# ---- design 1 ----
==> design_1/drive_strength.png <==
The bar under the picture is 20 microns long.
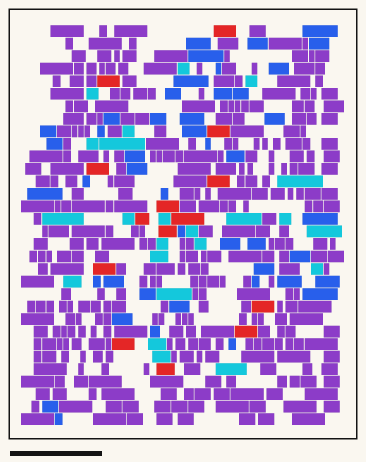

<file path="config.mk">
export PLATFORM = sky130hd
export DESIGN_NAME = ltssm_detect_polling
export DESIGN_NICKNAME = d
export VERILOG_FILES = /design/src/rtl/ltssm_pkg.sv /design/src/rtl/lane_ts_counter.sv /design/src/rtl/ltssm_detect_polling.sv
export SDC_FILE = /design/constraint.sdc
export NUM_CORES = 1
export LEC_CHECK = 0
export CORE_ASPECT_RATIO = 1.25
export CORE_MARGIN = 2
export CORE_UTILIZATION = 51
export DETAILED_ROUTE_END_ITERATION = 6
export GPL_TIMING_DRIVEN = 0
export MAX_ROUTING_LAYER = met4
export PLACE_DENSITY_LB_ADDON = 0.05
export SLEW_MARGIN = 0
export SYNTH_ARGS = -nofsm -noshare
export SYNTH_HDL_FRONTEND = slang
export SYNTH_SLANG_ARGS = --single-unit
</file>
<file path="constraint.sdc">
create_clock -name clk_i -period 2.6 [get_ports clk_i]
set_clock_uncertainty 0.15 [all_clocks]
set_input_delay 0.39 -clock clk_i [delete_from_list [all_inputs] [get_ports clk_i]]
set_output_delay 0.39 -clock clk_i [all_outputs]
set_load 0.005 [all_outputs]
</file>
<file path="src/rtl/ltssm_pkg.sv">
// Shared types and defaults for the LTSSM Detect/Polling front end.
//   ltssm_sub_e : sub-state encoding reported on state_o
//   *_DEF       : default timing/count limits (scaled from the real-time values)
//   max_u       : larger of two values, for sizing shared counters
//   cnt_width   : bits needed to hold 0..limit inclusive (at least 1)
package ltssm_pkg;

  typedef enum logic [2:0] {
    DET_QUIET   = 3'd0,
    DET_ACTIVE  = 3'd1,
    POLL_ACTIVE = 3'd2,
    POLL_COMPL  = 3'd3,
    POLL_CONFIG = 3'd4,
    CONFIG      = 3'd5
  } ltssm_sub_e;

  localparam int unsigned NUM_LANES_DEF    = 4;
  localparam int unsigned QUIET_CYC_DEF    = 1200;
  localparam int unsigned POLL_ACT_CYC_DEF = 2400;
  localparam int unsigned POLL_CFG_CYC_DEF = 4800;
  localparam int unsigned TS1_TX_MIN_DEF   = 1024;
  localparam int unsigned TS2_TX_MIN_DEF   = 16;
  localparam int unsigned TS_RX_MIN_DEF    = 8;

  function automatic int unsigned max_u(input int unsigned a, input int unsigned b);
    return (a > b) ? a : b;
  endfunction

  function automatic int unsigned cnt_width(input int unsigned limit);
    return (limit < 1) ? 1 : $clog2(limit + 1);
  endfunction

endpackage

</file>
<file path="src/rtl/lane_ts_counter.sv">
// Per-lane consecutive-TS counter.
//   clk_i, rst_ni : clock, synchronous active-low reset
//   inc_i         : an expected-type TS arrived on this lane
//   clr_i         : break in the consecutive run (other OS, wrong TS type, state entry)
//   qualified_o   : LIMIT consecutive TS seen; count saturates there
module lane_ts_counter
  import ltssm_pkg::*;
#(
  parameter int unsigned LIMIT = TS_RX_MIN_DEF
) (
  input  logic clk_i,
  input  logic rst_ni,
  input  logic inc_i,
  input  logic clr_i,
  output logic qualified_o
);

  localparam int unsigned W = cnt_width(LIMIT);

  logic [W-1:0] cnt_q, cnt_d;

  always_comb begin
    cnt_d = cnt_q;
    if (clr_i) begin
      cnt_d = '0;
    end else if (inc_i && (cnt_q != W'(LIMIT))) begin
      cnt_d = cnt_q + 1'b1;
    end
  end

  always_ff @(posedge clk_i) begin
    if (!rst_ni) begin
      cnt_q <= '0;
    end else begin
      cnt_q <= cnt_d;
    end
  end

  assign qualified_o = (cnt_q == W'(LIMIT));

endmodule

</file>
<file path="src/rtl/ltssm_detect_polling.sv">
// Multi-lane LTSSM front end: Detect.Quiet/Active, Polling.Active/Compliance/
// Configuration, then handoff to Configuration.
//   clk_i, rst_ni      : clock, synchronous active-low reset
//   restart_i          : directed return to DET_QUIET (clears lane mask)
//   compliance_i       : directed Polling.Compliance entry/hold
//   rx_eidle_exit_i    : per-lane electrical-idle exit
//   rx_det_done_i/rx_det_i : receiver-detect complete pulse / per-lane presence
//   rx_ts1_i/rx_ts2_i  : per-lane TS1/TS2 received pulses
//   rx_os_other_i      : per-lane non-TS ordered set (breaks consecutive count)
//   tx_os_sent_i       : one TS sent on all enabled lanes
//   det_req_o          : receiver-detect request pulse
//   tx_lane_en_o       : lanes driving TS (lane mask in Polling/Config)
//   tx_ts1_o/tx_ts2_o/tx_compl_o : transmit TS1 / TS2 / compliance pattern
//   cfg_start_o        : Configuration entered (level)
//   state_o            : current sub-state
// All outputs except state_o are registered from the current state, so they
// follow a transition by one cycle.
module ltssm_detect_polling
  import ltssm_pkg::*;
#(
  parameter int unsigned NUM_LANES    = NUM_LANES_DEF,
  parameter int unsigned QUIET_CYC    = QUIET_CYC_DEF,
  parameter int unsigned POLL_ACT_CYC = POLL_ACT_CYC_DEF,
  parameter int unsigned POLL_CFG_CYC = POLL_CFG_CYC_DEF,
  parameter int unsigned TS1_TX_MIN   = TS1_TX_MIN_DEF,
  parameter int unsigned TS2_TX_MIN   = TS2_TX_MIN_DEF,
  parameter int unsigned TS_RX_MIN    = TS_RX_MIN_DEF
) (
  input  logic                 clk_i,
  input  logic                 rst_ni,
  input  logic                 restart_i,
  input  logic                 compliance_i,
  input  logic [NUM_LANES-1:0] rx_eidle_exit_i,
  input  logic                 rx_det_done_i,
  input  logic [NUM_LANES-1:0] rx_det_i,
  input  logic [NUM_LANES-1:0] rx_ts1_i,
  input  logic [NUM_LANES-1:0] rx_ts2_i,
  input  logic [NUM_LANES-1:0] rx_os_other_i,
  input  logic                 tx_os_sent_i,
  output logic                 det_req_o,
  output logic [NUM_LANES-1:0] tx_lane_en_o,
  output logic                 tx_ts1_o,
  output logic                 tx_ts2_o,
  output logic                 tx_compl_o,
  output logic                 cfg_start_o,
  output logic [2:0]           state_o
);

  localparam int unsigned TMR_MAX = max_u(max_u(QUIET_CYC, POLL_ACT_CYC), POLL_CFG_CYC);
  localparam int unsigned TMR_W   = cnt_width(TMR_MAX);
  localparam int unsigned TX_MAX  = max_u(TS1_TX_MIN, TS2_TX_MIN);
  localparam int unsigned TX_W    = cnt_width(TX_MAX);

  ltssm_sub_e           state_q, state_d;
  logic [TMR_W-1:0]     timer_q, timer_d;
  logic [TX_W-1:0]      tx_cnt_q, tx_cnt_d;
  logic                 ts2_seen_q, ts2_seen_d;
  logic [NUM_LANES-1:0] mask_q, mask_d;

  logic                 det_req_q, det_req_d;
  logic [NUM_LANES-1:0] tx_lane_en_q, tx_lane_en_d;
  logic                 tx_ts1_q, tx_ts1_d;
  logic                 tx_ts2_q, tx_ts2_d;
  logic                 tx_compl_q, tx_compl_d;
  logic                 cfg_start_q, cfg_start_d;

  logic [NUM_LANES-1:0] lane_qual, lane_inc, lane_clr;
  logic                 all_qual, any_qual;
  logic                 ts1_tx_met, ts2_tx_met;
  logic                 entry;
  logic                 tx_cnt_en;
  logic [TX_W-1:0]      tx_lim;

  // ---------------------------------------------------------------------------
  // Per-lane consecutive-TS counters
  // ---------------------------------------------------------------------------
  always_comb begin
    lane_inc = '0;
    lane_clr = rx_os_other_i | {NUM_LANES{entry}};
    case (state_q)
      POLL_ACTIVE: lane_inc = rx_ts1_i | rx_ts2_i;
      POLL_CONFIG: begin
        lane_inc = rx_ts2_i;
        lane_clr = lane_clr | rx_ts1_i;
      end
      default:     lane_clr = '1;
    endcase
  end

  for (genvar g = 0; g < NUM_LANES; g++) begin : g_lane
    lane_ts_counter #(
      .LIMIT (TS_RX_MIN)
    ) u_cnt (
      .clk_i       (clk_i),
      .rst_ni      (rst_ni),
      .inc_i       (lane_inc[g]),
      .clr_i       (lane_clr[g]),
      .qualified_o (lane_qual[g])
    );
  end

  // Lanes outside the mask are treated as qualified so they never block exit.
  assign all_qual   = &(lane_qual | ~mask_q);
  assign any_qual   = |(lane_qual & mask_q);
  assign ts1_tx_met = (tx_cnt_q >= TX_W'(TS1_TX_MIN));
  assign ts2_tx_met = (tx_cnt_q >= TX_W'(TS2_TX_MIN));

  // ---------------------------------------------------------------------------
  // Next-state logic
  // ---------------------------------------------------------------------------
  always_comb begin
    state_d = state_q;
    mask_d  = mask_q;
    if (restart_i) begin
      state_d = DET_QUIET;
      mask_d  = '0;
    end else begin
      case (state_q)
        DET_QUIET: begin
          if ((timer_q == TMR_W'(QUIET_CYC - 1)) || (|rx_eidle_exit_i)) begin
            state_d = DET_ACTIVE;
          end
        end
        DET_ACTIVE: begin
          if (rx_det_done_i) begin
            if (|rx_det_i) begin
              mask_d  = rx_det_i;
              state_d = POLL_ACTIVE;
            end else begin
              state_d = DET_QUIET;
            end
          end
        end
        POLL_ACTIVE: begin
          if (compliance_i) begin
            state_d = POLL_COMPL;
          end else if (ts1_tx_met && all_qual) begin
            state_d = POLL_CONFIG;
          end else if (timer_q == TMR_W'(POLL_ACT_CYC - 1)) begin
            // Partial link: continue on the lanes that did qualify.
            if (ts1_tx_met && any_qual) begin
              mask_d  = mask_q & lane_qual;
              state_d = POLL_CONFIG;
            end else begin
              state_d = DET_QUIET;
            end
          end
        end
        POLL_COMPL: begin
          if (!compliance_i) begin
            state_d = POLL_ACTIVE;
          end
        end
        POLL_CONFIG: begin
          if (all_qual && ts2_tx_met) begin
            state_d = CONFIG;
          end else if (timer_q == TMR_W'(POLL_CFG_CYC - 1)) begin
            state_d = DET_QUIET;
          end
        end
        CONFIG:  state_d = CONFIG;
        default: state_d = DET_QUIET;
      endcase
    end
  end

  // A restart counts as an entry even when already in DET_QUIET.
  assign entry = restart_i || (state_d != state_q);

  // ---------------------------------------------------------------------------
  // State timer, TX counter, TS2-seen flag
  // ---------------------------------------------------------------------------
  always_comb begin
    timer_d    = timer_q;
    ts2_seen_d = ts2_seen_q;
    tx_cnt_d   = tx_cnt_q;
    tx_cnt_en  = 1'b0;
    tx_lim     = (state_q == POLL_CONFIG) ? TX_W'(TS2_TX_MIN) : TX_W'(TS1_TX_MIN);
    if (entry) begin
      timer_d    = '0;
      ts2_seen_d = 1'b0;
      tx_cnt_d   = '0;
    end else begin
      if (timer_q != TMR_W'(TMR_MAX)) begin
        timer_d = timer_q + 1'b1;
      end
      // In POLL_CONFIG the TX count starts with the cycle of the first masked TS2.
      if ((state_q == POLL_CONFIG) && (|(rx_ts2_i & mask_q))) begin
        ts2_seen_d = 1'b1;
      end
      tx_cnt_en = (state_q == POLL_ACTIVE) || ((state_q == POLL_CONFIG) && ts2_seen_d);
      if (tx_cnt_en && tx_os_sent_i && (tx_cnt_q < tx_lim)) begin
        tx_cnt_d = tx_cnt_q + 1'b1;
      end
    end
  end

  // ---------------------------------------------------------------------------
  // Registered outputs, decoded from the current state
  // ---------------------------------------------------------------------------
  always_comb begin
    det_req_d    = (state_q == DET_ACTIVE) && (timer_q == '0);
    tx_ts1_d     = (state_q == POLL_ACTIVE);
    tx_compl_d   = (state_q == POLL_COMPL);
    tx_ts2_d     = (state_q == POLL_CONFIG);
    cfg_start_d  = (state_q == CONFIG);
    tx_lane_en_d = '0;
    if ((state_q == POLL_ACTIVE) || (state_q == POLL_COMPL) ||
        (state_q == POLL_CONFIG) || (state_q == CONFIG)) begin
      tx_lane_en_d = mask_q;
    end
  end

  always_ff @(posedge clk_i) begin
    if (!rst_ni) begin
      state_q      <= DET_QUIET;
      timer_q      <= '0;
      tx_cnt_q     <= '0;
      ts2_seen_q   <= 1'b0;
      mask_q       <= '0;
      det_req_q    <= 1'b0;
      tx_lane_en_q <= '0;
      tx_ts1_q     <= 1'b0;
      tx_ts2_q     <= 1'b0;
      tx_compl_q   <= 1'b0;
      cfg_start_q  <= 1'b0;
    end else begin
      state_q      <= state_d;
      timer_q      <= timer_d;
      tx_cnt_q     <= tx_cnt_d;
      ts2_seen_q   <= ts2_seen_d;
      mask_q       <= mask_d;
      det_req_q    <= det_req_d;
      tx_lane_en_q <= tx_lane_en_d;
      tx_ts1_q     <= tx_ts1_d;
      tx_ts2_q     <= tx_ts2_d;
      tx_compl_q   <= tx_compl_d;
      cfg_start_q  <= cfg_start_d;
    end
  end

  assign det_req_o    = det_req_q;
  assign tx_lane_en_o = tx_lane_en_q;
  assign tx_ts1_o     = tx_ts1_q;
  assign tx_ts2_o     = tx_ts2_q;
  assign tx_compl_o   = tx_compl_q;
  assign cfg_start_o  = cfg_start_q;
  assign state_o      = state_q;

endmodule

</file>
# ---- design 2 ----
===== config.mk =====
export PLATFORM = sky130hd
export DESIGN_NAME = sparsity_scan
export DESIGN_NICKNAME = d
export VERILOG_FILES = /design/src/rtl/sparsity_scan.sv
export SDC_FILE = /design/constraint.sdc
export NUM_CORES = 1
export LEC_CHECK = 0
export ABC_CLOCK_PERIOD_IN_PS = 3000
export CORE_AREA = 2 2 64 96
export DETAILED_ROUTE_END_ITERATION = 8
export DIE_AREA = 0 0 66 98
export PLACE_DENSITY = 0.71
export SYNTH_ARGS = -nofsm -noshare
export SYNTH_HDL_FRONTEND = slang
export SYNTH_SLANG_ARGS = --single-unit
export TNS_END_PERCENT = 10

===== constraint.sdc =====
create_clock -name clk -period 3 [get_ports clk]
set_input_delay 0.3 -clock clk [delete_from_list [all_inputs] [get_ports clk]]
set_output_delay 0.3 -clock clk [all_outputs]
set_load 0.01 [all_outputs]

===== src/rtl/sparsity_scan.sv =====
// Tile sparsity-flag scanner: walks the blocks of a flag tile, skips masked-off blocks,
// reads each valid block's flags from a 1-cycle synchronous RAM and streams them out.
module sparsity_scan #(
  parameter int BLOCK_W    = 10,
  parameter int NUM_BLOCK  = 16,
  parameter int ADDR_WIDTH = 8,
  parameter int PAD_EN     = 1,
  parameter int BLK_WIDTH  = 4,
  parameter int CNT_WIDTH  = 5
) (
  input  logic                  clk,
  input  logic                  rst_n,
  input  logic                  clk_en,
  input  logic                  start,
  input  logic [NUM_BLOCK-1:0]  valid_mask,
  output logic                  mem_rd_req,
  output logic [ADDR_WIDTH-1:0] mem_rd_addr,
  input  logic                  mem_rd_data,
  output logic                  out_valid,
  input  logic                  out_ready,
  output logic                  out_flag,
  output logic [ADDR_WIDTH-1:0] out_addr,
  output logic [BLK_WIDTH-1:0]  out_block,
  output logic                  out_pad,
  output logic                  out_last,
  output logic [CNT_WIDTH-1:0]  skip_cnt,
  output logic                  busy,
  output logic                  done
);

  localparam int OFF_W = (BLOCK_W > 1) ? $clog2(BLOCK_W) : 1;
  localparam logic [OFF_W-1:0]     LAST_OFF = OFF_W'(BLOCK_W - 1);
  localparam logic [BLK_WIDTH-1:0] LAST_BLK = BLK_WIDTH'(NUM_BLOCK - 1);

  typedef enum logic [2:0] {S_IDLE, S_CHECK, S_READ, S_EMIT, S_FIN} state_t;

  state_t                 r_state;
  state_t                 w_next;
  logic [NUM_BLOCK-1:0]   r_mask;
  logic [BLK_WIDTH-1:0]   r_blk;
  logic [OFF_W-1:0]       r_off;
  logic                   r_pad;
  logic [CNT_WIDTH-1:0]   r_skip;
  logic                   r_flag;
  logic                   r_hold;
  logic                   r_done;

  logic                   w_xfer;
  logic                   w_elem_more;
  logic                   w_blk_last;
  logic [NUM_BLOCK-1:0]   w_above;
  logic [ADDR_WIDTH-1:0]  w_addr;

  assign w_xfer      = (r_state == S_EMIT) && out_ready;
  // The padded replay pass is the one extra element per block when PAD_EN is set.
  assign w_elem_more = (r_off != LAST_OFF) || ((PAD_EN != 0) && !r_pad);
  assign w_blk_last  = (r_blk == LAST_BLK);
  assign w_above     = (r_mask >> r_blk) >> 1;
  assign w_addr      = ADDR_WIDTH'(r_blk) * ADDR_WIDTH'(BLOCK_W) + ADDR_WIDTH'(r_off);

  always_ff @(posedge clk or negedge rst_n) begin
    if (!rst_n) begin
      r_state <= S_IDLE;
    end else if (clk_en) begin
      r_state <= w_next;
    end
  end

  always_comb begin
    w_next = r_state;
    case (r_state)
      S_IDLE:  if (start) w_next = S_CHECK;
      S_CHECK: begin
        if (r_mask[r_blk])   w_next = S_READ;
        else if (w_blk_last) w_next = S_FIN;
      end
      S_READ:  w_next = S_EMIT;
      S_EMIT: begin
        if (w_xfer) begin
          if (w_elem_more)     w_next = S_READ;
          else if (w_blk_last) w_next = S_FIN;
          else                 w_next = S_CHECK;
        end
      end
      S_FIN:   w_next = S_IDLE;
      default: w_next = S_IDLE;
    endcase
  end

  always_comb begin
    busy       = (r_state != S_IDLE);
    out_valid  = (r_state == S_EMIT);
    mem_rd_req = (r_state == S_READ) && clk_en;
    // RAM data is live only in the first EMIT cycle; afterwards the captured copy is shown.
    out_flag   = r_flag;
    if ((r_state == S_EMIT) && !r_hold) out_flag = mem_rd_data;
    out_last   = out_valid && !w_elem_more && !(|w_above);
  end

  assign mem_rd_addr = w_addr;
  assign out_addr    = w_addr;
  assign out_block   = r_blk;
  assign out_pad     = r_pad;
  assign skip_cnt    = r_skip;
  assign done        = r_done;

  always_ff @(posedge clk or negedge rst_n) begin
    if (!rst_n) begin
      r_mask <= '0;
      r_blk  <= '0;
      r_off  <= '0;
      r_pad  <= 1'b0;
      r_skip <= '0;
      r_flag <= 1'b0;
      r_hold <= 1'b0;
      r_done <= 1'b0;
    end else if (clk_en) begin
      r_done <= (r_state == S_FIN);
      case (r_state)
        S_IDLE: begin
          if (start) begin
            r_mask <= valid_mask;
            r_skip <= '0;
            r_blk  <= '0;
          end
        end
        S_CHECK: begin
          if (r_mask[r_blk]) begin
            r_off <= '0;
            r_pad <= 1'b0;
          end else begin
            r_skip <= r_skip + 1'b1;
            if (!w_blk_last) r_blk <= r_blk + 1'b1;
          end
        end
        S_READ: r_hold <= 1'b0;
        S_EMIT: begin
          if (!r_hold) begin
            r_flag <= mem_rd_data;
            r_hold <= 1'b1;
          end
          if (w_xfer) begin
            if (r_off != LAST_OFF)              r_off <= r_off + 1'b1;
            else if ((PAD_EN != 0) && !r_pad)   r_pad <= 1'b1;
            else if (!w_blk_last)               r_blk <= r_blk + 1'b1;
          end
        end
        default: ;
      endcase
    end
  end

endmodule

==> design_1/registers.png <==
The bar under the picture is 20 microns long. Other sequential cells in the stronger gray, the rest of the logic in the fainter gray.
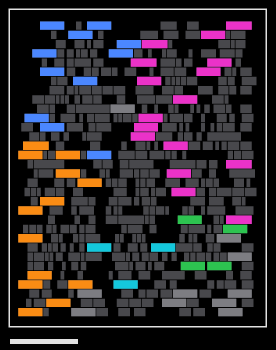
[tx_cnt_q] blue | placed flops: 11
[state_o] cyan | placed flops: 3
[timer_q] orange | placed flops: 13
[mask_q] green | placed flops: 4 | where: lower right
[g_lane.u_cnt.cnt_q] magenta | placed flops: 16
not colored: 10

==> design_1/clock_map.png <==
The bar under the picture is 20 microns long.
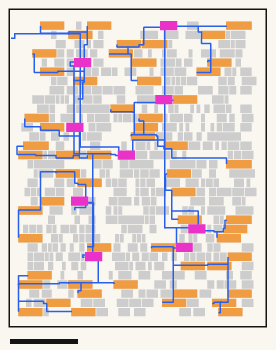
[clock wires] blue | length: 787 microns
[cells driving clock nets] magenta | count: 9
[flip-flops] orange | count: 57
routed clock nets: 10

About design_1/drive_strength.png:
[drive 3 to 4] cyan | cells: 23 | share: 5.3% | most used: buf_4
[drive 6 and up] red | cells: 14 | share: 3.3% | most used: clkbuf_8
[drive 1 or less] purple | cells: 348 | share: 81% | most used: dfxtp_1
[drive 2] blue | cells: 45 | share: 10% | most used: nor4_2

==> out/results.tsv, design 1 <==
metric	value	unit
cts_tree	done	
wl_per_cell	15.6	microns
worst_slack	-0.00376	ns
track_usage	0.253	
clk_latency	0.34	ns
outcome	finished, violations left	
final_layout_size_suffix_gt1_frac	0.191	
ys_top_logic_family	simple AND/OR/NAND/NOR gates	
violations	setup timing	
ys_cells	371	
ys_sh_adder	0.0503	
fp-row-count	32	
ff_type	dfxtp_1	
antenna_found_initial	0	
comb_share	0.500	
overflow	0	
crit_path_start_kind	register	
slew_violations	0	
synth_simple_gate_area_share	0.325	
layout_min_cycle_time	2.60	ns
clockBufferDepth	2	
ff_latch_area	0.00115	sq mm
setup_viol	1	
fp_util	0.524	
fmax	384	MHz
rsz0062_at_grt	yes	
core	0.00617	sq mm
avgSynthCellArea	8.71	sq um
==> design_2/drive_strength.png <==
The bar under the picture is 20 microns long.
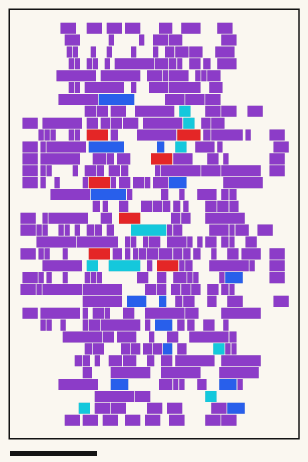
[drive 2] blue | cells: 13 | share: 4.0% | most used: mux2_2
[drive 3 to 4] cyan | cells: 9 | share: 2.8% | most used: buf_4
[drive 1 or less] purple | cells: 298 | share: 91% | most used: nand2_1
[drive 6 and up] red | cells: 7 | share: 2.1% | most used: clkbuf_8

==> out/results.tsv, design 2 <==
metric	value	unit
mostFrequentLayoutCells	nand2_1 (64), clkdlybuf4s50_1 (47), dfrtp_1 (36)	
largest_reg_flops	16	
buffer_area_frac	0.193	
pre_cts_ws	0.114	ns
p_clk	356	uW
layout_top_cell	nand2_1	
r2r_cells	6	
ys_ff	36	
pg_comb	1.66	mW
overflow	0	
grtUsageMet2	0.327	
finalWirelength	5.43	mm
wl_per_cell	13.6	microns
synth_top_cell_by_area	dfrtp_1	
logic_gates	212	
r2r_start	out_block[0]$_DFFE_PN0P_	
p_per_area	920	mW/mm^2
combinationalPowerShare	0.575	
max_stage_delay	0.52	ns
avgSynthCellArea	8.85	sq um
yosysWarningCount	0	
seqPwrFrac	0.301	
crit_cells	9	
outcome	completed	
largest_register	r_mask	
port_buffers	53	
clk_share	0.0295	
p_leak	1.46	nW
fp_util	0.433	
cts_setup_buffers	0	
path_cells	ha_1 -> ha_1 -> fa_1 -> nand2_1 -> o21bai_1 -> nor2_1 -> xor2_1 -> o22ai_1 -> dlygate4sd2_1	
fp-row-count	34	
synth_area	0.00247	sq mm
synth_xor_xnor_area_share	0.0213	
crit_top_cell	ha_1	
vias_per_cell	5.45	
cts-root-buf	clkbuf_8	
use_met3	0.0207	
crit_path_start	out_block[1]$_DFFE_PN0P_	
detailed_place_hpwl	4.13	mm
clock_buffers	6	

# ---- design 3 ----
==> design_3/zoom.png <==
Window x 81 to 111, y 17 to 47 microns. Cells in gray, sequential cells in the stronger gray; small squares are vias.
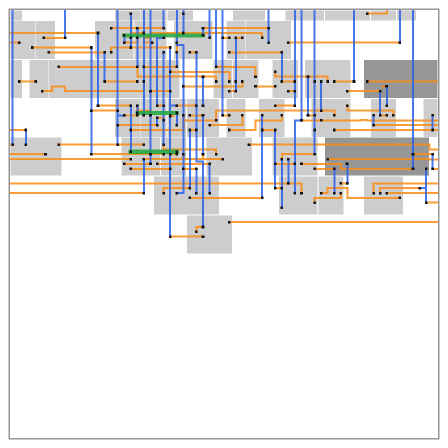

$ cat src/rtl/approx_mult_pipe_if.sv
`default_nettype none
// +--------------------------------------------------------------------------+
// | approx_mult_pipe_if                                                      |
// | Operand/result valid-ready bundle for approx_mult_pipe.                  |
// | Rev 1.0                                                                  |
// +--------------------------------------------------------------------------+
interface approx_mult_pipe_if #(
  parameter int N = 8
);
  logic           in_valid;
  logic           in_ready;
  logic [N-1:0]   in_a;
  logic [N-1:0]   in_b;
  logic [3:0]     in_mode;
  logic           out_valid;
  logic           out_ready;
  logic [2*N-1:0] out_prod;
  logic [3:0]     out_mode;

  modport master (
    output in_valid, in_a, in_b, in_mode, out_ready,
    input  in_ready, out_valid, out_prod, out_mode
  );

  modport slave (
    input  in_valid, in_a, in_b, in_mode, out_ready,
    output in_ready, out_valid, out_prod, out_mode
  );
endinterface
`default_nettype wire

$ cat src/rtl/approx_mult_pipe.sv
`default_nettype none
// +--------------------------------------------------------------------------+
// | approx_mult_pipe                                                         |
// | Quadrant-decomposed approximate multiplier, 3-stage elastic pipeline.    |
// | Rev 1.0                                                                  |
// +--------------------------------------------------------------------------+
module approx_mult_pipe #(
  parameter int N     = 8,
  parameter int TRUNC = 2
) (
  input  wire logic       clk,
  input  wire logic       rst,
  approx_mult_pipe_if.slave bus
);
  localparam int H = N / 2;

  // Keep-mask for approximate sub-products; one bit wider so TRUNC=N yields all zeros.
  localparam logic [N:0]   c_one  = (N+1)'(1);
  localparam logic [N:0]   c_low  = (c_one << TRUNC) - c_one;
  localparam logic [N-1:0] c_keep = ~c_low[N-1:0];

  logic           r_v1, r_v2, r_v3;
  logic [N-1:0]   r_a, r_b;
  logic [3:0]     r_mode1, r_mode2, r_mode3;
  logic [N-1:0]   r_sub [4];
  logic [2*N-1:0] r_prod;

  logic           w_rdy1, w_rdy2, w_rdy3;
  logic [N-1:0]   w_sub [4];
  logic [2*N-1:0] w_sum;

  // Each stage may load when its successor is empty or draining this cycle.
  assign w_rdy3 = !r_v3 || bus.out_ready;
  assign w_rdy2 = !r_v2 || w_rdy3;
  assign w_rdy1 = !r_v1 || w_rdy2;

  // Quadrant q: bit1 selects A half, bit0 selects B half (LL, LH, HL, HH).
  generate
    for (genvar q = 0; q < 4; q++) begin : g_quad
      localparam int c_a_lsb = (q / 2) * H;
      localparam int c_b_lsb = (q % 2) * H;
      logic [N-1:0] w_exact;
      assign w_exact  = N'(r_a[c_a_lsb +: H]) * N'(r_b[c_b_lsb +: H]);
      assign w_sub[q] = r_mode1[q] ? (w_exact & c_keep) : w_exact;
    end
  endgenerate

  always_comb begin
    w_sum = (2*N)'(r_sub[0])
          + ((2*N)'(r_sub[1]) << H)
          + ((2*N)'(r_sub[2]) << H)
          + ((2*N)'(r_sub[3]) << (2*H));
  end

  always_ff @(posedge clk) begin
    if (rst) begin
      r_v1    <= 1'b0;
      r_v2    <= 1'b0;
      r_v3    <= 1'b0;
      r_a     <= '0;
      r_b     <= '0;
      r_mode1 <= '0;
      r_mode2 <= '0;
      r_mode3 <= '0;
      r_prod  <= '0;
      for (int i = 0; i < 4; i++) r_sub[i] <= '0;
    end else begin
      if (w_rdy1) begin
        r_v1 <= bus.in_valid;
        if (bus.in_valid) begin
          r_a     <= bus.in_a;
          r_b     <= bus.in_b;
          r_mode1 <= bus.in_mode;
        end
      end
      if (w_rdy2) begin
        r_v2 <= r_v1;
        if (r_v1) begin
          for (int i = 0; i < 4; i++) r_sub[i] <= w_sub[i];
          r_mode2 <= r_mode1;
        end
      end
      if (w_rdy3) begin
        r_v3 <= r_v2;
        if (r_v2) begin
          r_prod  <= w_sum;
          r_mode3 <= r_mode2;
        end
      end
    end
  end

  assign bus.in_ready  = w_rdy1;
  assign bus.out_valid = r_v3;
  assign bus.out_prod  = r_prod;
  assign bus.out_mode  = r_mode3;
endmodule
`default_nettype wire

$ cat src/flat_wrapper.sv
// flat-port wrapper written by rule: the top's interface ports become plain ports
module approx_mult_pipe_flat 
#(
  parameter int N     = 8,
  parameter int TRUNC = 2
)
  (clk, rst, bus_in_valid, bus_in_a, bus_in_b, bus_in_mode, bus_out_ready, bus_in_ready, bus_out_valid, bus_out_prod, bus_out_mode);
  approx_mult_pipe_if #(.N(N)) bus_i ();
  input  wire logic clk;
  input  wire logic rst;
  input wire logic [$bits(bus_i.in_valid)-1:0] bus_in_valid;
  input wire logic [$bits(bus_i.in_a)-1:0] bus_in_a;
  input wire logic [$bits(bus_i.in_b)-1:0] bus_in_b;
  input wire logic [$bits(bus_i.in_mode)-1:0] bus_in_mode;
  input wire logic [$bits(bus_i.out_ready)-1:0] bus_out_ready;
  output wire logic [$bits(bus_i.in_ready)-1:0] bus_in_ready;
  output wire logic [$bits(bus_i.out_valid)-1:0] bus_out_valid;
  output wire logic [$bits(bus_i.out_prod)-1:0] bus_out_prod;
  output wire logic [$bits(bus_i.out_mode)-1:0] bus_out_mode;
  assign bus_i.in_valid = bus_in_valid;
  assign bus_i.in_a = bus_in_a;
  assign bus_i.in_b = bus_in_b;
  assign bus_i.in_mode = bus_in_mode;
  assign bus_i.out_ready = bus_out_ready;
  assign bus_in_ready = bus_i.in_ready;
  assign bus_out_valid = bus_i.out_valid;
  assign bus_out_prod = bus_i.out_prod;
  assign bus_out_mode = bus_i.out_mode;
  approx_mult_pipe #(.N(N), .TRUNC(TRUNC)) u_core (.clk(clk), .rst(rst), .bus(bus_i));
endmodule
$ cat config.mk
export PLATFORM = sky130hd
export DESIGN_NAME = approx_mult_pipe_flat
export DESIGN_NICKNAME = d
export VERILOG_FILES = /design/src/rtl/approx_mult_pipe_if.sv /design/src/rtl/approx_mult_pipe.sv /design/src/flat_wrapper.sv
export SDC_FILE = /design/constraint.sdc
export NUM_CORES = 1
export LEC_CHECK = 0
export CAP_MARGIN = 5
export CORE_MARGIN = 2
export CORE_UTILIZATION = 35
export CTS_CLUSTER_SIZE = 16
export DETAILED_ROUTE_END_ITERATION = 8
export SYNTH_ARGS = -nofsm -noshare
export SYNTH_HDL_FRONTEND = slang
export SYNTH_SLANG_ARGS = --single-unit
$ cat constraint.sdc
create_clock -name clk -period 3.4 [get_ports clk]
set_input_delay 0.51 -clock clk [delete_from_list [all_inputs] [get_ports clk]]
set_output_delay 0.51 -clock clk [all_outputs]
set_load 0.05 [all_outputs]
# ---- design 4 ----
===== src/rtl/lsu_sbuf_if.sv =====
// -----------------------------------------------------------------------------
// lsu_sbuf_if - D-Bus bundle between the load-store unit and the data memory.
//
//   o_DAddr  LSU -> mem  bus address (word/dword aligned)
//   o_DCmd   LSU -> mem  command valid, held until i_DRdy or i_DErr
//   o_DRnW   LSU -> mem  1 read, 0 write
//   o_DBen   LSU -> mem  byte enables, one per data byte
//   o_DData  LSU -> mem  write data, inactive lanes zero
//   i_DData  mem -> LSU  read data
//   i_DRdy   mem -> LSU  transaction complete
//   i_DErr   mem -> LSU  transaction error (wins over i_DRdy)
//
// master: the LSU side. slave: the memory / bus model side.
// -----------------------------------------------------------------------------
interface lsu_sbuf_if #(
  parameter int ADDR_WIDTH = 32,
  parameter int DATA_WIDTH = 32
);
  localparam int BEN = DATA_WIDTH / 8;

  logic [ADDR_WIDTH-1:0] o_DAddr;
  logic                  o_DCmd;
  logic                  o_DRnW;
  logic [BEN-1:0]        o_DBen;
  logic [DATA_WIDTH-1:0] o_DData;
  logic [DATA_WIDTH-1:0] i_DData;
  logic                  i_DRdy;
  logic                  i_DErr;

  modport master (
    output o_DAddr, o_DCmd, o_DRnW, o_DBen, o_DData,
    input  i_DData, i_DRdy, i_DErr
  );

  modport slave (
    input  o_DAddr, o_DCmd, o_DRnW, o_DBen, o_DData,
    output i_DData, i_DRdy, i_DErr
  );
endinterface


===== src/rtl/lsu_sbuf.sv =====
// -----------------------------------------------------------------------------
// lsu_sbuf - load-store unit with an in-order posted store buffer.
//
// Sits between the CPU memory stage and the D-Bus. Stores are posted into a
// FIFO and drained one bus transaction at a time; a load waits until the
// buffer is empty and the bus is idle, so program order is kept without
// forwarding. Loads are shifted down to bit 0 and sign/zero-extended. A bus
// transaction that sees neither i_DRdy nor i_DErr for TIMEOUT cycles is
// terminated as an error (TIMEOUT = 0 disables this).
//
//   clk, rst      clock; synchronous active-high reset
//   req_*         CPU request: valid/ready handshake, rnw, size, sext, addr,
//                 wdata (LSB-aligned)
//   err_align     combinational: current request is misaligned/unsupported
//   rsp_valid     1-cycle pulse, rdata holds the extended load result
//   err_bus       1-cycle pulse, load ended by bus error or timeout
//   err_store     1-cycle pulse, posted store ended by bus error or timeout
//   sb_empty      no buffered store and no store on the bus
//   dbus          D-Bus master port (see lsu_sbuf_if)
// -----------------------------------------------------------------------------
module lsu_sbuf #(
  parameter int ADDR_WIDTH = 32,
  parameter int DATA_WIDTH = 32,
  parameter int SB_DEPTH   = 4,
  parameter int TIMEOUT    = 256
) (
  input  logic                  clk,
  input  logic                  rst,
  input  logic                  req_valid,
  output logic                  req_ready,
  input  logic                  req_rnw,
  input  logic [1:0]            req_size,
  input  logic                  req_sext,
  input  logic [ADDR_WIDTH-1:0] req_addr,
  input  logic [DATA_WIDTH-1:0] req_wdata,
  output logic                  err_align,
  output logic                  rsp_valid,
  output logic [DATA_WIDTH-1:0] rdata,
  output logic                  err_bus,
  output logic                  err_store,
  output logic                  sb_empty,
  lsu_sbuf_if.master            dbus
);

  localparam int BEN   = DATA_WIDTH / 8;
  localparam int OFF_W = $clog2(BEN);
  localparam int PW    = $clog2(SB_DEPTH);
  localparam int CW    = PW + 1;
  localparam int TW    = (TIMEOUT > 1) ? $clog2(TIMEOUT) : 1;
  localparam logic [TW-1:0] TMO_LAST = (TIMEOUT > 0) ? TW'(TIMEOUT - 1) : '0;

  typedef enum logic [1:0] {B_IDLE, B_ST, B_LD} bus_state_e;

  // Byte-enable mask for an access of 2**size bytes starting at lane off.
  function automatic logic [BEN-1:0] size_ben(input logic [1:0] size,
                                              input logic [OFF_W-1:0] off);
    logic [BEN-1:0] m;
    for (int i = 0; i < BEN; i++) m[i] = (i < (1 << size));
    return m << off;
  endfunction

  bus_state_e            state_q, state_d;
  logic [TW-1:0]         tmo_q, tmo_d;
  logic                  tmo_hit;
  logic                  issue_st, issue_ld, bus_done, xfer_fail;
  logic                  sb_pop, ld_fin;

  // Store buffer
  logic [ADDR_WIDTH-1:0] sb_addr_mem [SB_DEPTH];
  logic [BEN-1:0]        sb_ben_mem  [SB_DEPTH];
  logic [DATA_WIDTH-1:0] sb_data_mem [SB_DEPTH];
  logic [PW-1:0]         wr_ptr, rd_ptr;
  logic [CW-1:0]         sb_count;
  logic                  sb_full, sb_push;

  // Pending load
  logic                  ld_pending;
  logic [ADDR_WIDTH-1:0] ld_addr;
  logic [1:0]            ld_size;
  logic                  ld_sext;
  logic                  ld_accept;
  logic [ADDR_WIDTH-1:0] ld_src_addr;
  logic [1:0]            ld_src_size;

  // Request decode
  logic                  misalign, accept;
  logic [OFF_W-1:0]      req_off;
  logic [BEN-1:0]        st_ben;
  logic [DATA_WIDTH-1:0] st_shift, st_data;

  // Load result path
  logic [DATA_WIDTH-1:0] ld_shift, ld_ext;
  logic                  ld_sign;
  int                    sz_bits;

  // ---------------------------------------------------------------------------
  // Request side
  // ---------------------------------------------------------------------------
  // NOTE: every signal driven from always_comb gets a default before the case,
  // so no path leaves it unassigned and no latch is inferred.
  always_comb begin
    misalign = 1'b0;
    case (req_size)
      2'd0:    misalign = 1'b0;
      2'd1:    misalign = req_addr[0];
      2'd2:    misalign = |req_addr[1:0];
      default: misalign = (DATA_WIDTH == 32) || (|req_addr[2:0]);
    endcase
  end

  assign sb_full   = (sb_count == CW'(SB_DEPTH));
  // A misaligned request is consumed immediately with no side effects.
  assign req_ready = misalign || (!ld_pending && (req_rnw || !sb_full));
  assign err_align = req_valid && misalign;
  assign accept    = req_valid && req_ready && !misalign;
  assign sb_push   = accept && !req_rnw;
  assign ld_accept = accept && req_rnw;
  assign req_off   = req_addr[OFF_W-1:0];

  // Stores are kept pre-shifted onto their bus lanes; unused lanes are zeroed
  // so stray upper bits of req_wdata never reach the bus.
  always_comb begin
    st_ben   = size_ben(req_size, req_off);
    st_shift = req_wdata << {req_off, 3'b000};
    st_data  = '0;
    for (int b = 0; b < BEN; b++)
      st_data[b*8 +: 8] = st_ben[b] ? st_shift[b*8 +: 8] : 8'h00;
  end

  // A load accepted while the bus is idle and the buffer empty goes straight
  // out from the request ports, which gives the one-cycle issue latency.
  assign ld_src_addr = ld_pending ? ld_addr : req_addr;
  assign ld_src_size = ld_pending ? ld_size : req_size;

  // ---------------------------------------------------------------------------
  // Load data extension (uses the captured load attributes)
  // ---------------------------------------------------------------------------
  always_comb begin
    ld_shift = dbus.i_DData >> {ld_addr[OFF_W-1:0], 3'b000};
    sz_bits  = 8 << ld_size;
    ld_sign  = 1'b0;
    ld_ext   = '0;
    case (ld_size)
      2'd0:    ld_sign = ld_sext && ld_shift[7];
      2'd1:    ld_sign = ld_sext && ld_shift[15];
      2'd2:    ld_sign = ld_sext && ld_shift[31];
      default: ld_sign = 1'b0;
    endcase
    for (int i = 0; i < DATA_WIDTH; i++)
      ld_ext[i] = (i < sz_bits) ? ld_shift[i] : ld_sign;
  end

  // ---------------------------------------------------------------------------
  // Bus FSM: next state and control
  // ---------------------------------------------------------------------------
  always_comb begin
    state_d   = state_q;
    tmo_d     = tmo_q;
    issue_st  = 1'b0;
    issue_ld  = 1'b0;
    bus_done  = 1'b0;
    xfer_fail = 1'b0;
    tmo_hit   = (TIMEOUT != 0) && (tmo_q == TMO_LAST);
    case (state_q)
      B_IDLE: begin
        tmo_d = '0;
        // Buffered stores always go first: an older store must reach memory
        // before any younger load is issued.
        if (sb_count != '0) begin
          state_d  = B_ST;
          issue_st = 1'b1;
        end else if (ld_pending || ld_accept) begin
          state_d  = B_LD;
          issue_ld = 1'b1;
        end
      end
      B_ST, B_LD: begin
        if (dbus.i_DRdy || dbus.i_DErr || tmo_hit) begin
          state_d   = B_IDLE;
          bus_done  = 1'b1;
          xfer_fail = dbus.i_DErr || tmo_hit;
          tmo_d     = '0;
        end else if (tmo_q != '1) begin
          tmo_d = tmo_q + 1'b1;
        end
      end
      default: state_d = B_IDLE;
    endcase
  end

  assign sb_pop   = bus_done && (state_q == B_ST);
  assign ld_fin   = bus_done && (state_q == B_LD);
  assign sb_empty = (sb_count == '0) && (state_q != B_ST);

  // ---------------------------------------------------------------------------
  // State, bus outputs, buffer pointers, load register, responses
  // ---------------------------------------------------------------------------
  // NOTE: sequential state is assigned with <= only, so every flop samples the
  // pre-edge values regardless of statement order.
  always_ff @(posedge clk) begin
    if (rst) begin
      state_q      <= B_IDLE;
      tmo_q        <= '0;
      dbus.o_DCmd  <= 1'b0;
      dbus.o_DRnW  <= 1'b0;
      dbus.o_DAddr <= '0;
      dbus.o_DBen  <= '0;
      dbus.o_DData <= '0;
      wr_ptr       <= '0;
      rd_ptr       <= '0;
      sb_count     <= '0;
      ld_pending   <= 1'b0;
      ld_addr      <= '0;
      ld_size      <= '0;
      ld_sext      <= 1'b0;
      rsp_valid    <= 1'b0;
      err_bus      <= 1'b0;
      err_store    <= 1'b0;
      rdata        <= '0;
    end else begin
      state_q <= state_d;
      tmo_q   <= tmo_d;

      if (issue_st) begin
        dbus.o_DCmd  <= 1'b1;
        dbus.o_DRnW  <= 1'b0;
        dbus.o_DAddr <= sb_addr_mem[rd_ptr];
        dbus.o_DBen  <= sb_ben_mem[rd_ptr];
        dbus.o_DData <= sb_data_mem[rd_ptr];
      end else if (issue_ld) begin
        dbus.o_DCmd  <= 1'b1;
        dbus.o_DRnW  <= 1'b1;
        dbus.o_DAddr <= {ld_src_addr[ADDR_WIDTH-1:OFF_W], {OFF_W{1'b0}}};
        dbus.o_DBen  <= size_ben(ld_src_size, ld_src_addr[OFF_W-1:0]);
        dbus.o_DData <= '0;
      end else if (bus_done) begin
        dbus.o_DCmd  <= 1'b0;
        dbus.o_DRnW  <= 1'b0;
        dbus.o_DAddr <= '0;
        dbus.o_DBen  <= '0;
        dbus.o_DData <= '0;
      end

      if (sb_push) wr_ptr <= wr_ptr + 1'b1;
      if (sb_pop)  rd_ptr <= rd_ptr + 1'b1;
      case ({sb_push, sb_pop})
        2'b10:   sb_count <= sb_count + 1'b1;
        2'b01:   sb_count <= sb_count - 1'b1;
        default: sb_count <= sb_count;
      endcase

      if (ld_accept) begin
        ld_pending <= 1'b1;
        ld_addr    <= req_addr;
        ld_size    <= req_size;
        ld_sext    <= req_sext;
      end else if (ld_fin) begin
        ld_pending <= 1'b0;
      end

      rsp_valid <= ld_fin && !xfer_fail;
      err_bus   <= ld_fin && xfer_fail;
      err_store <= sb_pop && xfer_fail;
      if (ld_fin && !xfer_fail) rdata <= ld_ext;
    end
  end

  // NOTE: buffer storage has no reset; an entry is only read after it has been
  // written, and the pointers/count that qualify it are reset.
  always_ff @(posedge clk) begin
    if (sb_push) begin
      sb_addr_mem[wr_ptr] <= {req_addr[ADDR_WIDTH-1:OFF_W], {OFF_W{1'b0}}};
      sb_ben_mem[wr_ptr]  <= st_ben;
      sb_data_mem[wr_ptr] <= st_data;
    end
  end

endmodule


===== src/flat_wrapper.sv =====
// flat-port wrapper written by rule: the top's interface ports become plain ports
module lsu_sbuf_flat 
#(
  parameter int ADDR_WIDTH = 32,
  parameter int DATA_WIDTH = 32,
  parameter int SB_DEPTH   = 4,
  parameter int TIMEOUT    = 256
)
  (clk, rst, req_valid, req_ready, req_rnw, req_size, req_sext, req_addr, req_wdata, err_align, rsp_valid, rdata, err_bus, err_store, sb_empty, dbus_o_DAddr, dbus_o_DCmd, dbus_o_DRnW, dbus_o_DBen, dbus_o_DData, dbus_i_DData, dbus_i_DRdy, dbus_i_DErr);
  lsu_sbuf_if #(.ADDR_WIDTH(ADDR_WIDTH), .DATA_WIDTH(DATA_WIDTH)) dbus_i ();
  input  logic clk;
  input  logic rst;
  input  logic req_valid;
  output logic req_ready;
  input  logic req_rnw;
  input  logic [1:0] req_size;
  input  logic req_sext;
  input  logic [ADDR_WIDTH-1:0] req_addr;
  input  logic [DATA_WIDTH-1:0] req_wdata;
  output logic err_align;
  output logic rsp_valid;
  output logic [DATA_WIDTH-1:0] rdata;
  output logic err_bus;
  output logic err_store;
  output logic sb_empty;
  output wire logic [$bits(dbus_i.o_DAddr)-1:0] dbus_o_DAddr;
  output wire logic [$bits(dbus_i.o_DCmd)-1:0] dbus_o_DCmd;
  output wire logic [$bits(dbus_i.o_DRnW)-1:0] dbus_o_DRnW;
  output wire logic [$bits(dbus_i.o_DBen)-1:0] dbus_o_DBen;
  output wire logic [$bits(dbus_i.o_DData)-1:0] dbus_o_DData;
  input wire logic [$bits(dbus_i.i_DData)-1:0] dbus_i_DData;
  input wire logic [$bits(dbus_i.i_DRdy)-1:0] dbus_i_DRdy;
  input wire logic [$bits(dbus_i.i_DErr)-1:0] dbus_i_DErr;
  assign dbus_o_DAddr = dbus_i.o_DAddr;
  assign dbus_o_DCmd = dbus_i.o_DCmd;
  assign dbus_o_DRnW = dbus_i.o_DRnW;
  assign dbus_o_DBen = dbus_i.o_DBen;
  assign dbus_o_DData = dbus_i.o_DData;
  assign dbus_i.i_DData = dbus_i_DData;
  assign dbus_i.i_DRdy = dbus_i_DRdy;
  assign dbus_i.i_DErr = dbus_i_DErr;
  lsu_sbuf #(.ADDR_WIDTH(ADDR_WIDTH), .DATA_WIDTH(DATA_WIDTH), .SB_DEPTH(SB_DEPTH), .TIMEOUT(TIMEOUT)) u_core (.clk(clk), .rst(rst), .req_valid(req_valid), .req_ready(req_ready), .req_rnw(req_rnw), .req_size(req_size), .req_sext(req_sext), .req_addr(req_addr), .req_wdata(req_wdata), .err_align(err_align), .rsp_valid(rsp_valid), .rdata(rdata), .err_bus(err_bus), .err_store(err_store), .sb_empty(sb_empty), .dbus(dbus_i));
endmodule

===== config.mk =====
export PLATFORM = sky130hd
export DESIGN_NAME = lsu_sbuf_flat
export DESIGN_NICKNAME = d
export VERILOG_FILES = /design/src/rtl/lsu_sbuf_if.sv /design/src/rtl/lsu_sbuf.sv /design/src/flat_wrapper.sv
export SDC_FILE = /design/constraint.sdc
export NUM_CORES = 1
export LEC_CHECK = 0
export ABC_AREA = 1
export CAP_MARGIN = 20
export CORE_MARGIN = 1
export CORE_UTILIZATION = 30
export DETAILED_ROUTE_END_ITERATION = 6
export GPL_ROUTABILITY_DRIVEN = 0
export GPL_TIMING_DRIVEN = 0
export PLACE_DENSITY_LB_ADDON = 0.2
export SLEW_MARGIN = 10
export SYNTH_ARGS = -nofsm -noshare
export SYNTH_HDL_FRONTEND = slang
export SYNTH_SLANG_ARGS = --single-unit

===== constraint.sdc =====
create_clock -name clk -period 7.4 [get_ports clk]
set_clock_uncertainty 0.05 [all_clocks]
set_input_delay 2.22 -clock clk [delete_from_list [all_inputs] [get_ports clk]]
set_output_delay 2.22 -clock clk [all_outputs]
set_load 0.01 [all_outputs]

# ---- design 5 ----
`src/rtl/uart_tx_feeder_pkg.sv`:
```
// uart_tx_feeder_pkg
// Shared definitions for the UART transmit feeder: default byte width and
// FIFO depth, plus the 2-bit binary encoding of the hand-off FSM states.
package uart_tx_feeder_pkg;

  localparam int DATA_WIDTH_DEF = 8;
  localparam int DEPTH_DEF      = 8;

  typedef enum logic [1:0] {
    ST_IDLE      = 2'd0,
    ST_ISSUE     = 2'd1,
    ST_WAIT_BUSY = 2'd2,
    ST_WAIT_DONE = 2'd3
  } feeder_state_e;

endpackage

```
`src/rtl/uart_tx_feeder_if.sv`:
```
// uart_tx_feeder_if
// Groups the write-side handshake and transmitter-side signals of the feeder.
//   wr_data/wr_valid/wr_ready : byte enqueue handshake
//   tx_busy                   : transmitter frame-in-progress flag
//   tx_data/tx_data_valid     : byte and one-cycle hand-off pulse
//   fifo_count/overflow       : occupancy and sticky overflow status
// slave  = the feeder, master = the producer/transmitter side.
interface uart_tx_feeder_if
  import uart_tx_feeder_pkg::*;
#(
  parameter int DATA_WIDTH = DATA_WIDTH_DEF,
  parameter int DEPTH      = DEPTH_DEF,
  parameter int CNT_W      = $clog2(DEPTH + 1)
);

  logic [DATA_WIDTH-1:0] wr_data;
  logic                  wr_valid;
  logic                  wr_ready;
  logic                  tx_busy;
  logic [DATA_WIDTH-1:0] tx_data;
  logic                  tx_data_valid;
  logic [CNT_W-1:0]      fifo_count;
  logic                  overflow;

  modport slave (
    input  wr_data, wr_valid, tx_busy,
    output wr_ready, tx_data, tx_data_valid, fifo_count, overflow
  );

  modport master (
    output wr_data, wr_valid, tx_busy,
    input  wr_ready, tx_data, tx_data_valid, fifo_count, overflow
  );

endinterface

```
`src/rtl/uart_tx_fifo.sv`:
```
// uart_tx_fifo
// Synchronous FIFO with registered storage and pointers; head presents the
// entry at the registered read pointer.
//   clk, rst          : clock, synchronous active-high reset
//   push, push_data   : enqueue (ignored when full)
//   pop               : dequeue (ignored when empty)
//   head              : oldest entry
//   count, full, empty: occupancy status (full/empty decoded from count)
module uart_tx_fifo
  import uart_tx_feeder_pkg::*;
#(
  parameter int DATA_WIDTH = DATA_WIDTH_DEF,
  parameter int DEPTH      = DEPTH_DEF,
  parameter int CNT_W      = $clog2(DEPTH + 1)
) (
  input  logic                  clk,
  input  logic                  rst,
  input  logic                  push,
  input  logic [DATA_WIDTH-1:0] push_data,
  input  logic                  pop,
  output logic [DATA_WIDTH-1:0] head,
  output logic [CNT_W-1:0]      count,
  output logic                  full,
  output logic                  empty
);

  localparam int PTR_W = $clog2(DEPTH);

  logic [DATA_WIDTH-1:0] mem_q [DEPTH];
  logic [PTR_W-1:0]      wr_ptr_q, wr_ptr_d;
  logic [PTR_W-1:0]      rd_ptr_q, rd_ptr_d;
  logic [CNT_W-1:0]      count_q, count_d;
  logic                  push_ok, pop_ok;

  assign full    = (count_q == CNT_W'(DEPTH));
  assign empty   = (count_q == '0);
  assign push_ok = push && !full;
  assign pop_ok  = pop && !empty;

  always_comb begin
    // DEPTH is a power of two, so pointer overflow is the modulo wrap.
    wr_ptr_d = wr_ptr_q + (push_ok ? PTR_W'(1) : PTR_W'(0));
    rd_ptr_d = rd_ptr_q + (pop_ok  ? PTR_W'(1) : PTR_W'(0));
    count_d  = count_q;
    case ({push_ok, pop_ok})
      2'b10:   count_d = count_q + CNT_W'(1);
      2'b01:   count_d = count_q - CNT_W'(1);
      default: count_d = count_q;
    endcase
  end

  always_ff @(posedge clk) begin
    if (rst) begin
      wr_ptr_q <= '0;
      rd_ptr_q <= '0;
      count_q  <= '0;
    end else begin
      wr_ptr_q <= wr_ptr_d;
      rd_ptr_q <= rd_ptr_d;
      count_q  <= count_d;
    end
  end

  // Storage is not reset; a flush is done by clearing the pointers.
  always_ff @(posedge clk) begin
    if (push_ok) begin
      mem_q[wr_ptr_q] <= push_data;
    end
  end

  assign head  = mem_q[rd_ptr_q];
  assign count = count_q;

endmodule

```
`src/rtl/uart_tx_feeder.sv`:
```
// uart_tx_feeder
// Buffers bytes in a FIFO and hands them to the UART transmitter one at a
// time with a single-cycle tx_data_valid pulse, paced on tx_busy.
//   clk, rst : clock, synchronous active-high reset
//   bus      : uart_tx_feeder_if.slave (write handshake, transmitter side,
//              occupancy and sticky overflow)
//
// state     | meaning
// ----------+-----------------------------------------------------------
// IDLE      | transmitter idle wait; issue when FIFO non-empty, !tx_busy
// ISSUE     | tx_data_valid high for this single cycle
// WAIT_BUSY | waiting for the transmitter to raise tx_busy
// WAIT_DONE | frame in progress, waiting for tx_busy to fall
module uart_tx_feeder
  import uart_tx_feeder_pkg::*;
#(
  parameter int DATA_WIDTH = DATA_WIDTH_DEF,
  parameter int DEPTH      = DEPTH_DEF,
  parameter int CNT_W      = $clog2(DEPTH + 1)
) (
  input  logic             clk,
  input  logic             rst,
  uart_tx_feeder_if.slave  bus
);

  feeder_state_e         state_q, state_d;
  logic [DATA_WIDTH-1:0] tx_data_q, tx_data_d;
  logic                  tx_data_valid_q, tx_data_valid_d;
  logic                  overflow_q, overflow_d;

  logic [DATA_WIDTH-1:0] head;
  logic [CNT_W-1:0]      count;
  logic                  full, empty, push, pop;

  // wr_ready uses the pre-pop count, so a write alongside a pop when full
  // is refused.
  assign push = bus.wr_valid && !full;

  uart_tx_fifo #(
    .DATA_WIDTH (DATA_WIDTH),
    .DEPTH      (DEPTH),
    .CNT_W      (CNT_W)
  ) u_fifo (
    .clk       (clk),
    .rst       (rst),
    .push      (push),
    .push_data (bus.wr_data),
    .pop       (pop),
    .head      (head),
    .count     (count),
    .full      (full),
    .empty     (empty)
  );

  always_comb begin
    state_d         = state_q;
    pop             = 1'b0;
    tx_data_d       = tx_data_q;
    tx_data_valid_d = 1'b0;
    overflow_d      = overflow_q | (bus.wr_valid & full);
    case (state_q)
      ST_IDLE: begin
        if (!empty && !bus.tx_busy) begin
          state_d         = ST_ISSUE;
          pop             = 1'b1;
          tx_data_d       = head;
          tx_data_valid_d = 1'b1;
        end
      end
      ST_ISSUE:     state_d = ST_WAIT_BUSY;
      ST_WAIT_BUSY: if (bus.tx_busy)  state_d = ST_WAIT_DONE;
      ST_WAIT_DONE: if (!bus.tx_busy) state_d = ST_IDLE;
      default:      state_d = ST_IDLE;
    endcase
  end

  always_ff @(posedge clk) begin
    if (rst) begin
      state_q         <= ST_IDLE;
      tx_data_q       <= '0;
      tx_data_valid_q <= 1'b0;
      overflow_q      <= 1'b0;
    end else begin
      state_q         <= state_d;
      tx_data_q       <= tx_data_d;
      tx_data_valid_q <= tx_data_valid_d;
      overflow_q      <= overflow_d;
    end
  end

  assign bus.wr_ready      = !full;
  assign bus.tx_data       = tx_data_q;
  assign bus.tx_data_valid = tx_data_valid_q;
  assign bus.fifo_count    = count;
  assign bus.overflow      = overflow_q;

endmodule

```
`src/flat_wrapper.sv`:
```
// flat-port wrapper written by rule: the top's interface ports become plain ports
module uart_tx_feeder_flat import uart_tx_feeder_pkg::*;
#(
  parameter int DATA_WIDTH = DATA_WIDTH_DEF,
  parameter int DEPTH      = DEPTH_DEF,
  parameter int CNT_W      = $clog2(DEPTH + 1)
)
  (clk, rst, bus_wr_data, bus_wr_valid, bus_tx_busy, bus_wr_ready, bus_tx_data, bus_tx_data_valid, bus_fifo_count, bus_overflow);
  uart_tx_feeder_if #(.DATA_WIDTH(DATA_WIDTH), .DEPTH(DEPTH), .CNT_W(CNT_W)) bus_i ();
  input  logic clk;
  input  logic rst;
  input wire logic [$bits(bus_i.wr_data)-1:0] bus_wr_data;
  input wire logic [$bits(bus_i.wr_valid)-1:0] bus_wr_valid;
  input wire logic [$bits(bus_i.tx_busy)-1:0] bus_tx_busy;
  output wire logic [$bits(bus_i.wr_ready)-1:0] bus_wr_ready;
  output wire logic [$bits(bus_i.tx_data)-1:0] bus_tx_data;
  output wire logic [$bits(bus_i.tx_data_valid)-1:0] bus_tx_data_valid;
  output wire logic [$bits(bus_i.fifo_count)-1:0] bus_fifo_count;
  output wire logic [$bits(bus_i.overflow)-1:0] bus_overflow;
  assign bus_i.wr_data = bus_wr_data;
  assign bus_i.wr_valid = bus_wr_valid;
  assign bus_i.tx_busy = bus_tx_busy;
  assign bus_wr_ready = bus_i.wr_ready;
  assign bus_tx_data = bus_i.tx_data;
  assign bus_tx_data_valid = bus_i.tx_data_valid;
  assign bus_fifo_count = bus_i.fifo_count;
  assign bus_overflow = bus_i.overflow;
  uart_tx_feeder #(.DATA_WIDTH(DATA_WIDTH), .DEPTH(DEPTH), .CNT_W(CNT_W)) u_core (.clk(clk), .rst(rst), .bus(bus_i));
endmodule
```
`config.mk`:
```
export PLATFORM = sky130hd
export DESIGN_NAME = uart_tx_feeder_flat
export DESIGN_NICKNAME = d
export VERILOG_FILES = /design/src/rtl/uart_tx_feeder_pkg.sv /design/src/rtl/uart_tx_feeder_if.sv /design/src/rtl/uart_tx_fifo.sv /design/src/rtl/uart_tx_feeder.sv /design/src/flat_wrapper.sv
export SDC_FILE = /design/constraint.sdc
export NUM_CORES = 1
export LEC_CHECK = 0
export CAP_MARGIN = 10
export CORE_ASPECT_RATIO = 0.6
export CORE_MARGIN = 2
export CORE_UTILIZATION = 25
export DETAILED_ROUTE_END_ITERATION = 6
export GPL_TIMING_DRIVEN = 1
export PLACE_DENSITY = 0.46
export SYNTH_ARGS = -nofsm -noshare
export SYNTH_HDL_FRONTEND = slang
export SYNTH_SLANG_ARGS = --single-unit
```
`constraint.sdc`:
```
create_clock -name clk -period 3.65 [get_ports clk]
set_input_delay 0.73 -clock clk [delete_from_list [all_inputs] [get_ports clk]]
set_output_delay 0.73 -clock clk [all_outputs]
set_load 0.05 [all_outputs]
```

==> gallery <==
Clock distribution.
The bar under the picture is 50 microns long.
picture 1
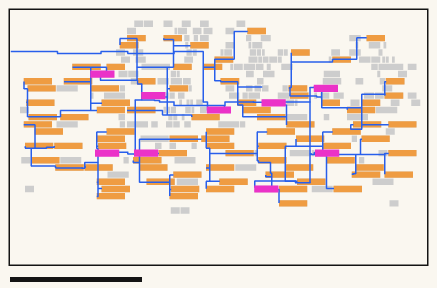
picture 2
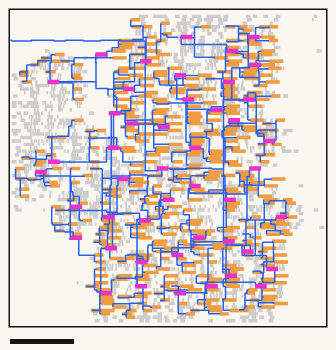
picture 3
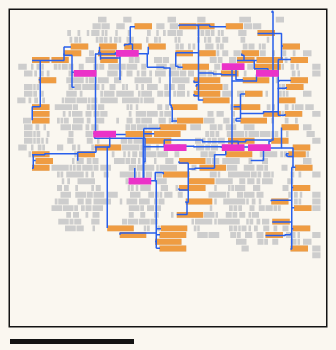
The one with the most sequential cells is picture 2.
Design 4 is picture 2.
Design 5 is picture 1.
Design 3 is picture 3.

==> design_5/registers.png <==
The bar under the picture is 50 microns long. Other sequential cells in the stronger gray, the rest of the logic in the fainter gray.
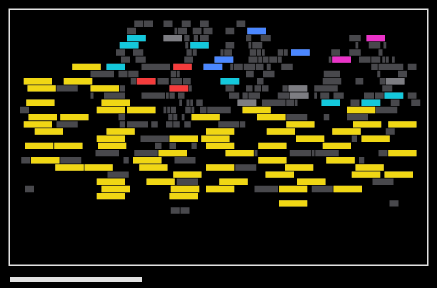
[u_core.u_fifo.count] blue | placed flops: 4 | where: top center
[u_core.u_fifo.wr_ptr_q] red | placed flops: 3
[u_core.state_q] magenta | placed flops: 2
[u_core.u_fifo.mem_q] yellow | placed flops: 64
[u_core.bus.tx_data] cyan | placed flops: 8
not colored: 5

==> out/results.tsv, design 5 <==
metric	value	unit
cap_violations	0	
firstDrtPassIters	4	
final_cell_area	0.00440	sq mm
outcome	completed	
synth.yosys.seq_area_share	0.665	
cts_resized	0	
synth-edff-count	64	
ctsHoldBuffers	0	
pg_comb	1.02	mW
fp_util	0.258	
warnings	30	
clock-sinks	86	
mostFrequentLayoutCells	edfxtp_1 (64), clkdlybuf4s50_1 (26), dfxtp_1 (22)	
finalClockPeriodUsage	0.783	
worst_hold_path.endpoint	u_core.bus.overflow$_SDFF_PP0_	
die-area	0.0152	sq mm
critPathCaptureType	register	
p_leak	1.49	nW
slew_headroom	0.347	
synth_xor_xnor_area_share	0.0123	
area_growth	23.8	%
yosysWarningCount	0	
cts_tree	done	
top_cell_area_share	0.541	
seq-cell-share	0.537	
synth_top_cell_by_area	edfxtp_1	
clockBufferDepth	2	
p_per_area	731	mW/mm^2
power-top-group	registers	
ys_cells	210	
grt_pass1_wl	10.7	mm
pg_seq	1.25	mW
vias_per_cell	4.14	
ff_latch_area	0.00236	sq mm
power.total	3.22	mW
met2WireLength	2.92	mm
slew_violations	0	
cts-buffers-inserted	9	
maxUsedRoutingLayer	met4	
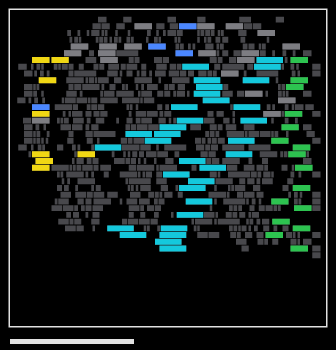
(design_3/registers.png)
The bar under the picture is 50 microns long. Other sequential cells in the stronger gray, the rest of the logic in the fainter gray.
[u_core.r_a] yellow | placed flops: 8
[u_core.r_sub] cyan | placed flops: 32
[u_core.bus.out_prod] green | placed flops: 16
[u_core.r_mode1] blue | placed flops: 4 | where: top center

Notes on design_3/zoom.png above:
[met3] green
[met2] blue
[met1] orange
cells with their middle in the window: 32
sequential cells in the window: 2
netlist names of flops here include: u_core.bus.out_prod (2)
most frequent: a21oi_1 (3), xor2_1 (3)

==> out/results.tsv, design 3 <==
metric	value	unit
outcome	completed	
r2r_cells	14	
clock_buffers	9	
p_per_area	369	mW/mm^2
pg_comb	372	uW
fp_util	0.355	
crit_slowest_cell	fa_1	
cts-root-buf	clkbuf_16	
yosys_area	0.00535	sq mm
p_clk	908	uW
rsz0062_at_grt	yes	
path_buffers	1	
wl_met1	5.17	mm
setup_tns	0	ns
vias_per_cell	4.76	
htreeDepth	3	
seqPwrFrac	0.455	
hold-worst-slack	0.453	ns
yosysWarningCount	0	
==> design_4/zoom.png <==
Window x 171 to 201, y 47 to 77 microns. Cells in gray, sequential cells in the stronger gray; small squares are vias.
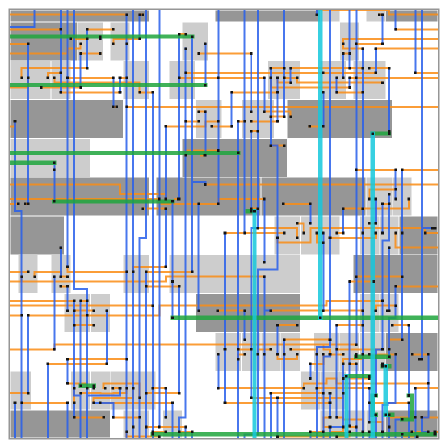
[met2] blue
[met1] orange
[met4] cyan
[met3] green
cells with their middle in the window: 57
sequential cells in the window: 10
most frequent: nor2_1 (19), o21ai_0 (7), dfxtp_1 (7)
netlist names of flops here include: u_core.ld_addr (4), u_core.dbus.o_DAddr (3), u_core.sb_addr_mem (3)

==> out/results.tsv, design 4 <==
metric	value	unit
clkSlewWorstSetupHoldPaths	0.06	ns
met2WireLength	29.2	mm
path_buffers	2	
top_cell_area_share	0.435	
synth_cell_types	39	
die_height	248	microns
synth_simple_gate_area_share	0.184	
outcome	completed	
avgSynthCellArea	9.32	sq um
critPathCaptureType	output port	
setup_viol	0	
finalClockPeriodUsage	0.825	
p_int	4.20	mW
synth-edff-count	264	
rsz0062_at_grt	no	
ys_cells	1955	
worstMarginPinSlew	1.19	ns
warnings	37	
p_per_area	244	mW/mm^2
syn_inst	1955	
layout.area.comb	0.00598	sq mm
vias_per_cell	5.00	
clockBufferDepth	3	
firstDrtPassIters	6	
clock-sinks	422	
worstSetupEndpoint	req_ready	
htreeDepth	2	
grt-busiest-layer	met2	
ctsHoldBuffers	0	
path_cells	clkdlybuf4s50_1 -> nor2_4 -> nor2_1 -> nor2_4 -> nand2_1 -> clkdlybuf4s50_1	
power.total	5.64	mW
place_area	0.0216	sq mm
synth_top_cell_by_area	edfxtp_1	
cts_resized	0	
track_usage	0.192	
pg_seq	2.62	mW
synth_area	0.0182	sq mm
synth_xor_xnor_area_share	0.00240	


## Gallery

Close-up of the layout.
panel A
Window x 41 to 71, y 8 to 38 microns. Cells in gray, sequential cells in the stronger gray; small squares are vias.
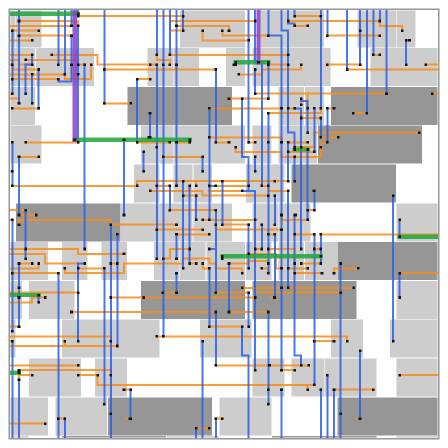
panel B
Window x 103 to 133, y 9 to 39 microns. Cells in gray, sequential cells in the stronger gray; small squares are vias.
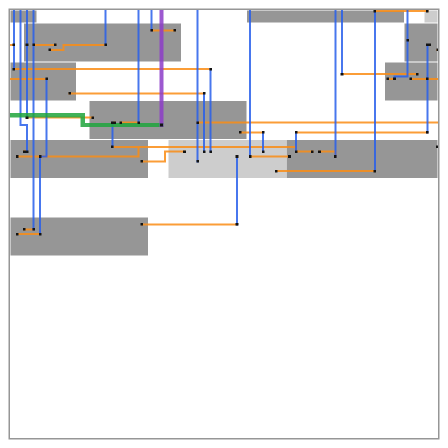
panel C
Window x 34 to 64, y 10 to 40 microns. Cells in gray, sequential cells in the stronger gray; small squares are vias.
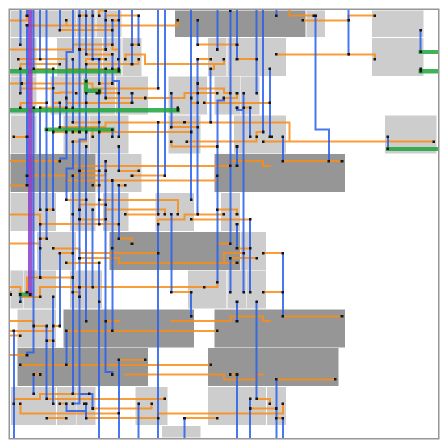
Panel A is design 1.
Panel B is design 5.
Panel C is design 2.


==> gallery <==
Sizing map.
The bar under the picture is 50 microns long.
(a)
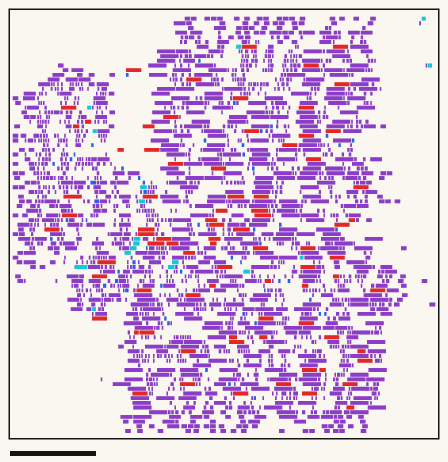
(b)
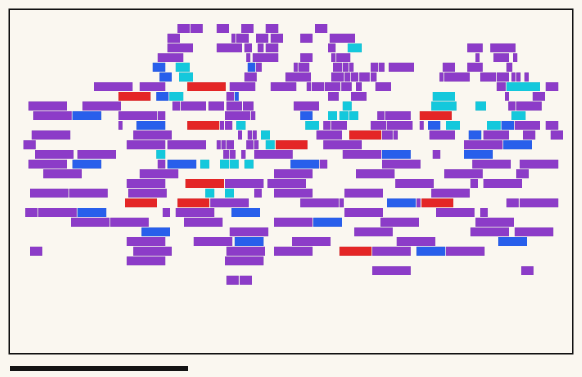
(c)
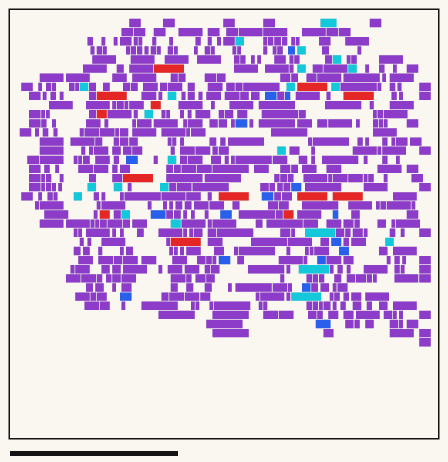
| picture | from |
|---|---|
| (b) | design 5 |
| (c) | design 3 |
| (a) | design 4 |
The one with the largest die is (a).
The one with the fewest cells is (b).

Power is estimated from default activity; no workload was simulated.
